==================== block 1
Fig. 1: block 1, routed metal per tile
Drawn at 4 px/micron. 16 x 16 tiles, from black (low) to pale yellow (high), scaled to the fullest tile. Values are wire area over tile area, all layers added.
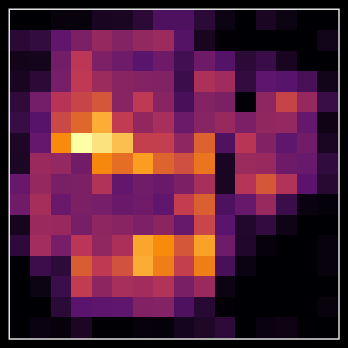

==> src/rtl/mod_audio_drv_init_seq.sv <==
// WM8731 configuration sequencer: writes the register table over I2C
// with NACK retry, per-transaction timeout and a post-reset settle delay.
module mod_audio_drv_init_seq #(
  parameter logic [6:0]  CODEC_I2C_ADDR = 7'b0011010,
  parameter int unsigned MAX_RETRIES    = 3,
  parameter int unsigned TIMEOUT_CYCLES = 100000,
  parameter int unsigned SETTLE_CYCLES  = 50000
) (
  input  logic        i_clk,
  input  logic        i_rst,
  input  logic        i_start,
  output logic        o_tx_valid,
  output logic [23:0] o_tx_data,
  input  logic        i_tx_ready,
  input  logic        i_tx_done,
  input  logic        i_tx_nack,
  output logic        o_busy,
  output logic        o_ready,
  output logic [3:0]  o_fault_code,
  output logic [3:0]  o_fault_idx
);

  typedef enum logic [2:0] {
    S_IDLE,
    S_ISSUE,
    S_WAIT,
    S_SETTLE,
    S_DONE,
    S_FAULT
  } state_e;

  localparam int unsigned TW = $clog2(TIMEOUT_CYCLES + 1);
  localparam int unsigned SW = $clog2(SETTLE_CYCLES + 1);
  localparam int unsigned RW = $clog2(MAX_RETRIES + 2);

  localparam logic [3:0]    LAST_IDX = 4'd10;
  localparam logic [TW-1:0] TMO_LAST = TW'(TIMEOUT_CYCLES - 1);
  localparam logic [SW-1:0] SET_LAST = SW'(SETTLE_CYCLES - 1);
  localparam logic [RW-1:0] RTY_MAX  = RW'(MAX_RETRIES);

  localparam logic [3:0] FC_NONE = 4'd0;
  localparam logic [3:0] FC_NACK = 4'd1;
  localparam logic [3:0] FC_TMO  = 4'd2;

  state_e        state_q, state_d;
  logic [3:0]    idx_q, idx_d;
  logic [RW-1:0] retry_q, retry_d;
  logic [TW-1:0] tmo_q, tmo_d;
  logic [SW-1:0] settle_q, settle_d;
  logic [3:0]    fcode_q, fcode_d;
  logic [3:0]    fidx_q, fidx_d;

  // {reg[6:0], data[8:0]}; entry 0 is the CODEC soft reset
  function automatic logic [15:0] entry(input logic [3:0] i);
    logic [15:0] e;
    case (i)
      4'd0:    e = {7'd15, 9'h000};
      4'd1:    e = {7'd6,  9'h010};
      4'd2:    e = {7'd0,  9'h017};
      4'd3:    e = {7'd1,  9'h017};
      4'd4:    e = {7'd2,  9'h079};
      4'd5:    e = {7'd3,  9'h079};
      4'd6:    e = {7'd4,  9'h012};
      4'd7:    e = {7'd5,  9'h000};
      4'd8:    e = {7'd7,  9'h002};
      4'd9:    e = {7'd8,  9'h000};
      default: e = {7'd9,  9'h001};
    endcase
    return e;
  endfunction

  always_ff @(posedge i_clk) begin
    if (i_rst) begin
      state_q  <= S_IDLE;
      idx_q    <= '0;
      retry_q  <= '0;
      tmo_q    <= '0;
      settle_q <= '0;
      fcode_q  <= FC_NONE;
      fidx_q   <= '0;
    end else begin
      state_q  <= state_d;
      idx_q    <= idx_d;
      retry_q  <= retry_d;
      tmo_q    <= tmo_d;
      settle_q <= settle_d;
      fcode_q  <= fcode_d;
      fidx_q   <= fidx_d;
    end
  end

  always_comb begin
    state_d  = state_q;
    idx_d    = idx_q;
    retry_d  = retry_q;
    tmo_d    = tmo_q;
    settle_d = settle_q;
    fcode_d  = fcode_q;
    fidx_d   = fidx_q;
    case (state_q)
      S_IDLE, S_DONE, S_FAULT: begin
        if (i_start) begin
          state_d = S_ISSUE;
          idx_d   = '0;
          retry_d = '0;
          fcode_d = FC_NONE;
          fidx_d  = '0;
        end
      end
      S_ISSUE: begin
        if (i_tx_ready) begin
          state_d = S_WAIT;
          tmo_d   = '0;
        end
      end
      S_WAIT: begin
        tmo_d = tmo_q + 1'b1;
        // a completion on the last allowed cycle beats the timeout
        if (i_tx_done && !i_tx_nack) begin
          if (idx_q == 4'd0) begin
            state_d  = S_SETTLE;
            settle_d = '0;
          end else if (idx_q == LAST_IDX) begin
            state_d = S_DONE;
          end else begin
            state_d = S_ISSUE;
            idx_d   = idx_q + 4'd1;
            retry_d = '0;
          end
        end else if (i_tx_done) begin
          if (retry_q < RTY_MAX) begin
            state_d = S_ISSUE;
            retry_d = retry_q + 1'b1;
          end else begin
            state_d = S_FAULT;
            fcode_d = FC_NACK;
            fidx_d  = idx_q;
          end
        end else if (tmo_q == TMO_LAST) begin
          state_d = S_FAULT;
          fcode_d = FC_TMO;
          fidx_d  = idx_q;
        end
      end
      S_SETTLE: begin
        if (settle_q == SET_LAST) begin
          state_d = S_ISSUE;
          idx_d   = 4'd1;
          retry_d = '0;
        end else begin
          settle_d = settle_q + 1'b1;
        end
      end
      default: state_d = S_IDLE;
    endcase
  end

  always_comb begin
    o_tx_valid   = 1'b0;
    o_tx_data    = '0;
    o_busy       = 1'b0;
    o_ready      = 1'b0;
    o_fault_code = fcode_q;
    o_fault_idx  = fidx_q;
    case (state_q)
      S_ISSUE: begin
        o_tx_valid = 1'b1;
        o_tx_data  = {CODEC_I2C_ADDR, 1'b0, entry(idx_q)};
        o_busy     = 1'b1;
      end
      S_WAIT, S_SETTLE: o_busy = 1'b1;
      S_DONE:           o_ready = 1'b1;
      default: ;
    endcase
  end

endmodule

==> config.mk <==
export PLATFORM = sky130hd
export DESIGN_NAME = mod_audio_drv_init_seq
export DESIGN_NICKNAME = d
export VERILOG_FILES = /design/src/rtl/mod_audio_drv_init_seq.sv
export SDC_FILE = /design/constraint.sdc
export NUM_CORES = 1
export LEC_CHECK = 0
export CAP_MARGIN = 20
export CORE_UTILIZATION = 50
export DETAILED_ROUTE_END_ITERATION = 8
export PLACE_DENSITY = 0.81
export SYNTH_ARGS = -nofsm -noshare
export SYNTH_HDL_FRONTEND = slang
export SYNTH_SLANG_ARGS = --single-unit
==> constraint.sdc <==
create_clock -name i_clk -period 2.81 [get_ports i_clk]
set_input_delay 0.4215 -clock i_clk [delete_from_list [all_inputs] [get_ports i_clk]]
set_output_delay 0.4215 -clock i_clk [all_outputs]
set_load 0.01 [all_outputs]
==================== block 2
$ cat config.mk
export PLATFORM = sky130hd
export DESIGN_NAME = settle_timer
export DESIGN_NICKNAME = d
export VERILOG_FILES = /design/src/rtl/settle_timer.sv
export SDC_FILE = /design/constraint.sdc
export NUM_CORES = 1
export LEC_CHECK = 0
export CAP_MARGIN = 20
export CORE_AREA = 2 2 39 41
export DETAILED_ROUTE_END_ITERATION = 12
export DIE_AREA = 0 0 41 43
export SYNTH_ARGS = -nofsm -noshare
export SYNTH_HDL_FRONTEND = slang
export SYNTH_SLANG_ARGS = --single-unit
$ cat constraint.sdc
create_clock -name clk -period 2.21 [get_ports clk]
set_input_delay 0.221 -clock clk [delete_from_list [all_inputs] [get_ports clk]]
set_output_delay 0.221 -clock clk [all_outputs]
set_load 0.005 [all_outputs]
$ cat src/rtl/settle_timer.sv
// settle_timer
// Loadable down-counter with a zero flag. The sweep checker loads it while
// presenting a new operand pair, then counts it down to time the settling
// wait before the comparator outputs are sampled.
// Ports:
//   clk        - clock, rising edge
//   reset      - asynchronous active-high reset, clears the count
//   load       - load load_value into the counter (has priority over dec)
//   load_value - value loaded on load
//   dec        - decrement by one; holds at zero
//   zero       - high while the count is zero
module settle_timer (
  input  logic       clk,
  input  logic       reset,
  input  logic       load,
  input  logic [3:0] load_value,
  input  logic       dec,
  output logic       zero
);

  logic [3:0] count;

  // Load wins over decrement; the count never wraps below zero.
  always_ff @(posedge clk or posedge reset) begin
    if (reset) begin
      count <= 4'd0;
    end else if (load) begin
      count <= load_value;
    end else if (dec && (count != 4'd0)) begin
      count <= count - 4'd1;
    end
  end

  assign zero = (count == 4'd0);

endmodule


==> notes/layouts.md <==
Pictures saved along the way, in no particular order.

Drive-strength map.
image #1
Drawn at 12 px/micron.
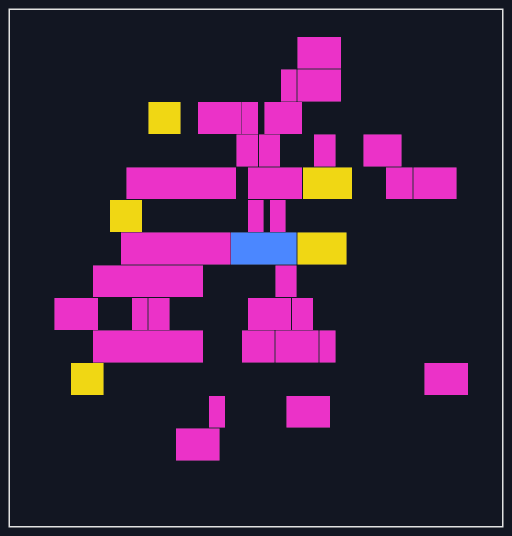
image #2
Drawn at 6 px/micron.
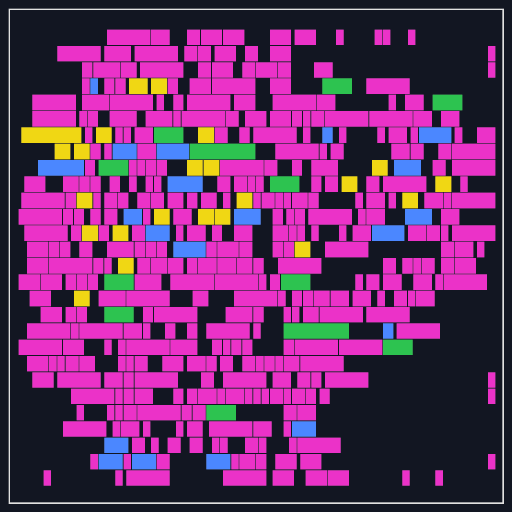
image #1 -> block 2
image #2 -> block 1
The one with the largest die is image #2.
The one with the most cells is image #2.

Key to image #1:
colour	size	cells	share
magenta	drive 1 or less	32	84%
yellow	drive 3 to 4	5	13%
blue	drive 2	1	2.6%

Fig. 2: block 1, clock wiring as the flow saved it
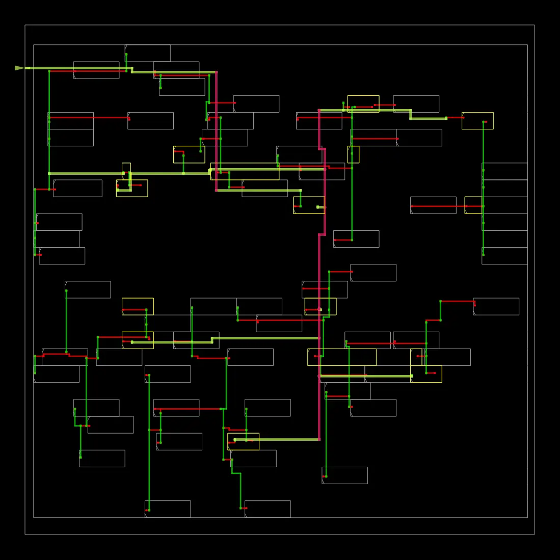
clk ins delay skew pair: 0.35 ns
TritonCTS buffer count: 9
Clock buffer cells: 11

Fig. 3: block 1, met3 routing
Drawn at 6 px/micron.
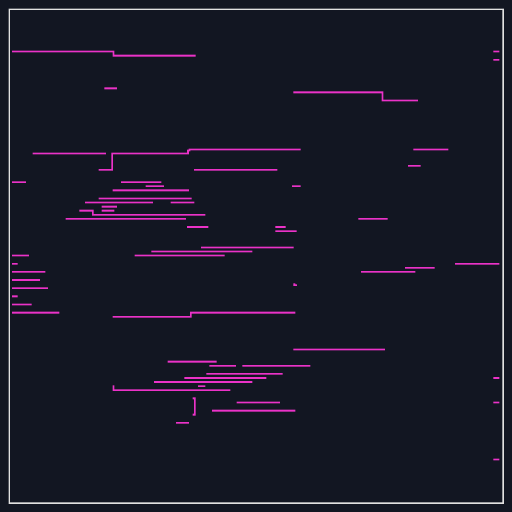
nets with wire on the layer	46
longest straight run	19.8 microns
share of all routed wire	6.7%
wire length on this layer	495 microns

About Fig. 1:
nearly empty tiles	18%
emptiest ninth of the die	lower right
fullest tile	0.66
mean over tiles	0.18
tiles over half the peak	15%

==> results.yml, block 1 <==
# physical design summary
layout:
  seq_cells: 58
  buffers: 48
  fillers: 517
  final_util_pct: 62.6
pwr:
  power_frac_comb_pct: 21.7
  power_clock_uw: 856
place:
  place_congestion: 0.867
  place_hpwl_microns: 5260
global_routing:
  grtUsageTotal_pct: 23.5
setup_path:
  cp_slowest_cell: "dfxtp_1"
  crit_path_end_kind: "flip-flop"
  r2r_cells: 12
timing:
  worst_hold_slack_ns: 0.482
  fmaxAchievable_ghz: 0.382
  period_used_pct: 93.2
status:
  outcome: "complete, no violations"
synthesis:
  area_leaders: "dfxtp_1 (36%), nor2_1 (5.2%), buf_4 (4.7%)"
  top_area_share_pct: 36.2
  syn_area_sq_um: 3210
floorplanning:
  die_h_microns: 82.1
clock_tree:
  clockBufferDepth: 2
  cts.clk_slew.worst_paths_ns: 0.07
routing:
  wirelength_microns: 7390
  dr.pass1.iters: 6
run:
  warnings: 31
-- block 1: kinds of logic (layout without fill, tap and decap cells) --
kind of cell / after synthesis / count (layout) / synth area share [%]
compound gates: 74 / 74 / 15.4
fa+ha+maj: 11 / 11 / 4.29
other cells: 1 / 12 / 0.117
xor+xnor: 16 / 16 / 4.37
mux: 9 / 9 / 3.04
simple gates: 166 / 166 / 28.2
buf+inv: 50 / 79 / 8.35
flops: 58 / 58 / 36.2
Fig. 4: block 2, routed metal per tile
Drawn at 8 px/micron. 8 x 9 tiles, from black (low) to pale yellow (high), scaled to the fullest tile. Values are wire area over tile area, all layers added.
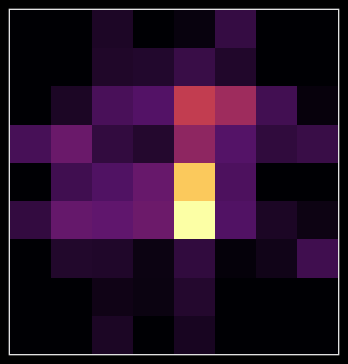
densest ninth of the die	centre
nearly empty tiles	38%
mean over tiles	0.047
fullest tile	0.38

==> results.yml, block 2 <==
# physical design summary
place:
  io_buffers: 8
  place_congestion: 0.644
clock_tree:
  cts_sinks: 4
  tritoncts: "yes"
pwr:
  power_leader: "registers"
  power_switching_share_pct: 24.6
  seqPwrFrac_pct: 38.6
layout:
  largest_cell_class: "multi-input combinational cells"
  clock_buffers: 3
  final_util_pct: 27.5
global_routing:
  grt_max_degree: 10
  grt_use_met1_pct: 8.82
setup_path:
  arrival_ns: 1.88
  critical_path.max_stage_delay_ns: 0.49
synthesis:
  area_leaders: "dfrtp_1 (38%), a21oi_1 (5.7%), inv_1 (5.7%)"
  top_area_cell: "dfrtp_1"
  ys_top_cells_by_count: "dfrtp_1 (4), inv_1 (4), a21oi_1 (3), nand2_1 (3), o21ai_1 (2)"
  yosys.area_share.aoi_pct: 20.1
  edf_count: 0
  topCombFamilyByArea: "simple AND/OR/NAND/NOR gates"
  yosys_cells: 28
floorplanning:
  n_tap_cell: 16
timing:
  worstMarginPinSlew_ns: 0.322
routing:
  wl_met2_microns: 263
status:
  outcome: "complete, no violations"
block 2: worst max-delay path, delay by kind of cell (launching register included):
| kind | cells | cell delay [ns] |
|---|---|---|
| flops | 1 | 0.38 |
| buf+inv | 3 | 0.65 |
| fa+ha+maj | 1 | 0.21 |
| simple gates | 1 | 0.42 |
block 2: stage by stage:
stage               cell area [sq um]  cells  worst slack [ns]  total power (uW)  hold WS (ns)
global route                      380     54            0.0236               255         0.189
CTS                               380     54            0.0955               241         0.167
global placement                  358     51             0.385               147         0.418
floorplan                         262     28             0.659               124       -0.0129
detailed placement                358     51             0.340               149         0.418
finish                            380     54             0.110               234         0.171

==================== block 3
## src/rtl/mult_issue_sched_pkg.sv

```systemverilog
// Shared width helpers for the multiplier issue scheduler.
package mult_sched_pkg;

  function automatic int clog2(input int v);
    int r;
    r = 0;
    for (int i = 0; i < 31; i++) begin
      if ((1 << i) < v) r = i + 1;
    end
    return r;
  endfunction

  function automatic int id_width(input int req);
    return (req < 2) ? 1 : clog2(req);
  endfunction

  // The cooldown counter only has to hold II-1.
  function automatic int cd_width(input int ii);
    return (ii < 2) ? 1 : clog2(ii);
  endfunction

endpackage

```

## src/rtl/mult_issue_sched_arb.sv

```systemverilog
// Combinational round-robin picker: the first requester at or after ptr wins.
module rr_arbiter
  import mult_sched_pkg::*;
#(
  parameter int REQ = 4,
  localparam int IDW = id_width(REQ)
) (
  input  logic [REQ-1:0] req,
  input  logic [IDW-1:0] ptr,
  input  logic           en,
  output logic [REQ-1:0] gnt,
  output logic [IDW-1:0] gnt_id
);

  logic found;
  int   idx;

  always_comb begin
    gnt    = '0;
    gnt_id = '0;
    found  = 1'b0;
    idx    = 0;
    if (en) begin
      for (int k = 0; k < REQ; k++) begin
        idx = (int'(ptr) + k) % REQ;
        if (!found && req[idx]) begin
          found    = 1'b1;
          gnt[idx] = 1'b1;
          gnt_id   = IDW'(idx);
        end
      end
    end
  end

endmodule

```

## src/rtl/mult_issue_sched.sv

```systemverilog
// Shares one multi-cycle multiplier among REQ requesters, enforcing the
// initiation interval and returning ID-tagged products after a fixed latency.
module mult_issue_sched
  import mult_sched_pkg::*;
#(
  parameter int N   = 8,
  parameter int M   = 8,
  parameter int REQ = 4,
  parameter int II  = 4,
  parameter int LAT = 5,
  localparam int IDW = id_width(REQ),
  localparam int CDW = cd_width(II)
) (
  input  logic             clk,
  input  logic             rst,
  input  logic [REQ-1:0]   req_valid,
  output logic [REQ-1:0]   req_ready,
  input  logic [REQ-1:0]   req_sign,
  input  logic [REQ*N-1:0] req_a,
  input  logic [REQ*M-1:0] req_b,
  output logic             mult_start,
  output logic             mult_sign,
  output logic [N-1:0]     mult_a,
  output logic [M-1:0]     mult_b,
  input  logic [N+M-1:0]   mult_out,
  output logic             rsp_valid,
  output logic [IDW-1:0]   rsp_id,
  output logic [N+M-1:0]   rsp_data
);

  logic [CDW-1:0] cd_q, cd_d;
  logic [IDW-1:0] ptr_q, ptr_d;
  logic           issue_ok;
  logic           accept;
  logic [REQ-1:0] gnt;
  logic [IDW-1:0] gnt_id;

  logic           start_q, sign_q;
  logic [N-1:0]   a_q;
  logic [M-1:0]   b_q;

  logic [LAT-1:0] tag_vld_q;
  logic [IDW-1:0] tag_id_q [LAT];
  logic           rsp_valid_q;
  logic [IDW-1:0] rsp_id_q;
  logic [N+M-1:0] rsp_data_q;

  // No grant while reset is asserted, so nothing is handed out that reset then drops.
  assign issue_ok = (cd_q == '0) && !rst;

  rr_arbiter #(.REQ(REQ)) u_arb (
    .req    (req_valid),
    .ptr    (ptr_q),
    .en     (issue_ok),
    .gnt    (gnt),
    .gnt_id (gnt_id)
  );

  assign req_ready = gnt;
  assign accept    = |gnt;

  always_comb begin
    cd_d  = cd_q;
    ptr_d = ptr_q;
    if (accept) begin
      cd_d  = CDW'(II - 1);
      ptr_d = (gnt_id == IDW'(REQ - 1)) ? '0 : gnt_id + IDW'(1);
    end else if (cd_q != '0) begin
      cd_d = cd_q - CDW'(1);
    end
  end

  // Operands hold between accepts; the multiplier may sample them late.
  always_ff @(posedge clk) begin
    if (rst) begin
      cd_q    <= '0;
      ptr_q   <= '0;
      start_q <= 1'b0;
      sign_q  <= 1'b0;
      a_q     <= '0;
      b_q     <= '0;
    end else begin
      cd_q    <= cd_d;
      ptr_q   <= ptr_d;
      start_q <= accept;
      if (accept) begin
        sign_q <= req_sign[gnt_id];
        a_q    <= req_a[int'(gnt_id)*N +: N];
        b_q    <= req_b[int'(gnt_id)*M +: M];
      end
    end
  end

  // Stage 0 is visible during the start cycle; the head lines up with mult_out.
  always_ff @(posedge clk) begin
    if (rst) begin
      tag_vld_q   <= '0;
      for (int k = 0; k < LAT; k++) tag_id_q[k] <= '0;
      rsp_valid_q <= 1'b0;
      rsp_id_q    <= '0;
      rsp_data_q  <= '0;
    end else begin
      tag_vld_q[0] <= accept;
      tag_id_q[0]  <= gnt_id;
      for (int k = 1; k < LAT; k++) begin
        tag_vld_q[k] <= tag_vld_q[k-1];
        tag_id_q[k]  <= tag_id_q[k-1];
      end
      rsp_valid_q <= tag_vld_q[LAT-1];
      rsp_id_q    <= tag_id_q[LAT-1];
      if (tag_vld_q[LAT-1]) rsp_data_q <= mult_out;
    end
  end

  assign mult_start = start_q;
  assign mult_sign  = sign_q;
  assign mult_a     = a_q;
  assign mult_b     = b_q;
  assign rsp_valid  = rsp_valid_q;
  assign rsp_id     = rsp_id_q;
  assign rsp_data   = rsp_data_q;

endmodule

```

## config.mk

```make
export PLATFORM = sky130hd
export DESIGN_NAME = mult_issue_sched
export DESIGN_NICKNAME = d
export VERILOG_FILES = /design/src/rtl/mult_issue_sched_pkg.sv /design/src/rtl/mult_issue_sched_arb.sv /design/src/rtl/mult_issue_sched.sv
export SDC_FILE = /design/constraint.sdc
export NUM_CORES = 1
export LEC_CHECK = 0
export CORE_MARGIN = 5
export CORE_UTILIZATION = 46
export CTS_BUF_LIST = sky130_fd_sc_hd__clkbuf_4 sky130_fd_sc_hd__clkbuf_8 sky130_fd_sc_hd__clkbuf_16
export DETAILED_ROUTE_END_ITERATION = 10
export PLACE_DENSITY = 0.88
export SYNTH_ARGS = -nofsm -noshare
export SYNTH_HDL_FRONTEND = slang
export SYNTH_SLANG_ARGS = --single-unit
```

## constraint.sdc

```tcl
create_clock -name clk -period 5.8 [get_ports clk]
set_input_delay 0.87 -clock clk [delete_from_list [all_inputs] [get_ports clk]]
set_output_delay 0.87 -clock clk [all_outputs]
set_load 0.02 [all_outputs]
```

==================== block 4
`src/rtl/adder_3bit.sv`:
```
// Registered unsigned W-bit adder with a (W+1)-bit sum, valid flag and carry copy.
// Optional saturating carry counter is enabled by defining ADDER3BIT_CARRY_CNT_EN.
module adder_3bit #(
  parameter int W = 3
) (
  input  logic         clk,
  input  logic         rst,
  input  logic         in_valid,
  input  logic [W-1:0] sayi1,
  input  logic [W-1:0] sayi2,
  output logic [W:0]   toplam,
  output logic         out_valid,
`ifdef ADDER3BIT_CARRY_CNT_EN
  output logic         carry,
  output logic [7:0]   carry_cnt
`else
  output logic         carry
`endif
);

  // Zero-extend both operands so the sum can never wrap.
  function automatic logic [W:0] wide_add(input logic [W-1:0] a, input logic [W-1:0] b);
    return {1'b0, a} + {1'b0, b};
  endfunction

  logic [W:0] sum_s;

  // Combinational sum of the current operands.
  always_comb begin
    sum_s = wide_add(sayi1, sayi2);
  end

  // Result registers: reset wins, idle edges hold the sum and drop valid.
  always_ff @(posedge clk) begin
    if (rst) begin
      toplam    <= {(W+1){1'b0}};
      carry     <= 1'b0;
      out_valid <= 1'b0;
    end else if (in_valid) begin
      toplam    <= sum_s;
      carry     <= sum_s[W];
      out_valid <= 1'b1;
    end else begin
      out_valid <= 1'b0;
    end
  end

`ifdef ADDER3BIT_CARRY_CNT_EN
  // Counts accepted sums with a carry out, saturating at 255.
  always_ff @(posedge clk) begin
    if (rst) begin
      carry_cnt <= 8'd0;
    end else if (in_valid && sum_s[W] && (carry_cnt != 8'd255)) begin
      carry_cnt <= carry_cnt + 8'd1;
    end else begin
      carry_cnt <= carry_cnt;
    end
  end
`endif

endmodule

```
`config.mk`:
```
export PLATFORM = sky130hd
export DESIGN_NAME = adder_3bit
export DESIGN_NICKNAME = d
export VERILOG_FILES = /design/src/rtl/adder_3bit.sv
export SDC_FILE = /design/constraint.sdc
export NUM_CORES = 1
export LEC_CHECK = 0
export ABC_AREA = 1
export CAP_MARGIN = 10
export CORE_AREA = 2 2 39 41
export DETAILED_ROUTE_END_ITERATION = 16
export DIE_AREA = 0 0 41 43
export GPL_TIMING_DRIVEN = 0
export PLACE_DENSITY = 0.45
export REMOVE_ABC_BUFFERS = 1
export SYNTH_ARGS = -nofsm -noshare
export SYNTH_HDL_FRONTEND = slang
export SYNTH_SLANG_ARGS = --single-unit
```
`constraint.sdc`:
```
create_clock -name clk -period 1.3 [get_ports clk]
set_input_delay 0.26 -clock clk [delete_from_list [all_inputs] [get_ports clk]]
set_output_delay 0.26 -clock clk [all_outputs]
set_load 0.01 [all_outputs]
```
Fig. 5: block 3, routed metal per tile
Drawn at 4 px/micron. 18 x 18 tiles, from black (low) to pale yellow (high), scaled to the fullest tile. Values are wire area over tile area, all layers added.
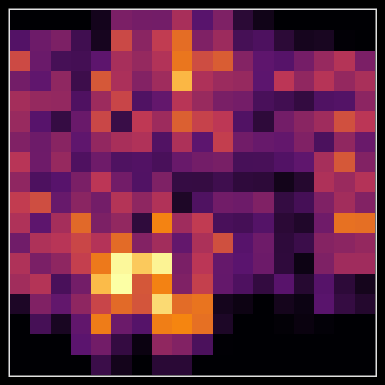
nearly empty tiles	14%
densest ninth of the die	top centre
tiles over half the peak	14%
emptiest ninth of the die	lower right
fullest tile	0.48

==> results.yml, block 3 <==
# physical design summary
pwr:
  power_clock_uw: 243
  powerComb_uw: 709
  power_frac_comb_pct: 49.3
synthesis:
  yosys.cell_types.count: 39
  ff_type: "dfxtp_1"
  muxShareOfSynthArea_pct: 31.1
status:
  outcome: "complete, no violations"
layout:
  seq_cells: 55
  largest_cell_class: "multi-input combinational cells"
  layout.nonclk_buf_share_pct: 29.6
  fin_area_sq_um: 4460
setup_path:
  worstReg2RegStart: "ptr_q[0]$_SDFFE_PP0P_"
clock_tree:
  cts_resized: 0
  clock_tree.root_cell: "clkbuf_8"
  tritoncts: "yes"
routing:
  wl_met3_microns: 694
timing:
  min_period_ns: 4.89
  worstMarginPinSlew_ns: 1.03
worst_hold_path:
  worstHoldPathCells: 1
==> block 3: worst max-delay path by stage <==
stage	cells after the start	slack, ns	to	from
floorplan	6	2.46	req_ready[3]	ptr_q[0]$_SDFFE_PP0P_
global placement	7	1.36	req_ready[3]	ptr_q[0]$_SDFFE_PP0P_
detailed placement	7	1.27	req_ready[3]	ptr_q[0]$_SDFFE_PP0P_
CTS	7	0.90	req_ready[3]	ptr_q[0]$_SDFFE_PP0P_
global route	7	0.63	req_ready[3]	ptr_q[0]$_SDFFE_PP0P_
finish	7	0.91	req_ready[3]	ptr_q[0]$_SDFFE_PP0P_
Fig. 6: block 4, drive-strength map
Drawn at 12 px/micron.
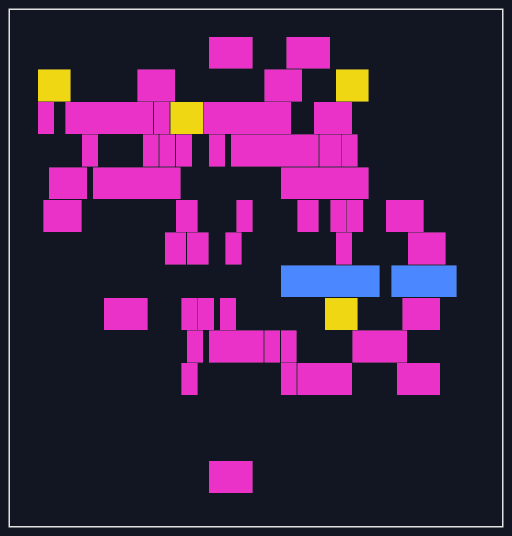
colour	size	cells	share
yellow	drive 3 to 4	4	7.5%
magenta	drive 1 or less	47	89%
blue	drive 2	2	3.8%

==> results.yml, block 4 <==
# physical design summary
status:
  outcome: "complete, no violations"
layout:
  layout.nonclk_buf_share_pct: 31.2
  fillers: 155
  antennaDiodeCount: 0
global_routing:
  grt_pass1_wl_microns: 966
routing:
  wirelength_microns: 587
clock_tree:
  clock_tree.root_cell: "clkbuf_4"
pwr:
  power_clock_uw: 185
  switchingPower_uw: 117
timing:
  period_used_pct: 92.5
synthesis:
  simple_gate_share_pct: 21.7
  yosys.area_share.aoi_pct: 7.55
setup_path:
  crit_end: "toplam[1]$_SDFFE_PP0P_"
  crit_type: "in -> reg"
  path_cells: "clkdlybuf4s50_1 -> fa_2 -> nor2_1 -> nor2_1"
  startpoint_type: "input port"
  ff2ff_setup_slack_ns: 0.67
==> block 4: synth_stat cells <==
cell type	count	share of area [%]
nor2_1	8	11
buf_4	1	2.8
o21ai_0	3	5.7
nand2_1	6	8.5
nand3_1	1	1.9
ha_1	3	14
fa_1	1	7.5
inv_1	6	8.5
dfxtp_1	5	38
a21oi_1	1	1.9
==> block 4: cell usage in the layout (no fill, tap or decap), drive strengths merged <==
master / count
ha: 3
clkbuf: 4
inv: 6
fa: 1
dfxtp: 5
nor2: 8
clkdlybuf4s50: 5
dlygate4sd2: 8
dlymetal6s2s: 1
o21ai: 3
buf: 1
nand2: 6
a21oi: 1
nand3: 1


==> layout pictures side by side <==
Clock wiring as the flow saved it.
(a)
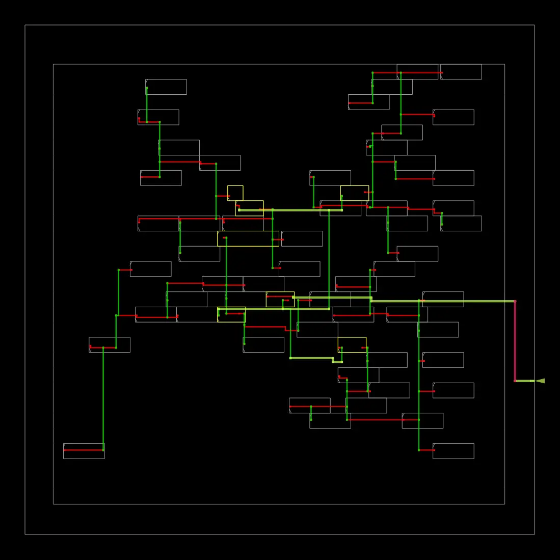
(b)
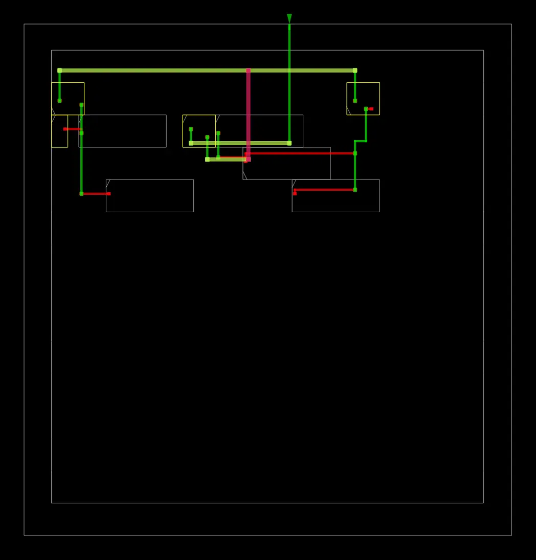
(c)
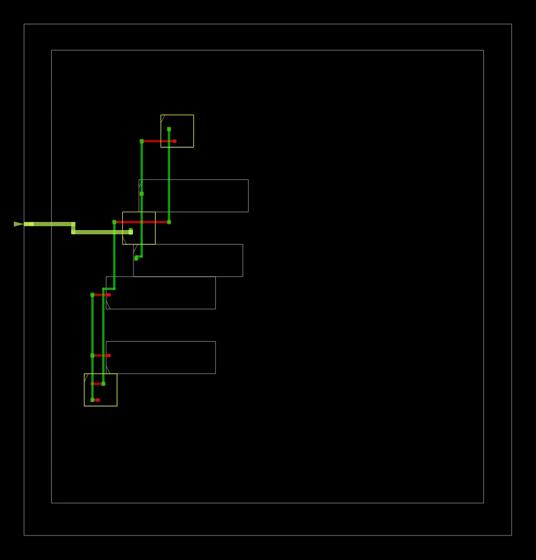
- most sequential cells: (a)
- (b) = block 4
- (c) = block 2
- (a) = block 3

Power and IR drop assume default switching activity.
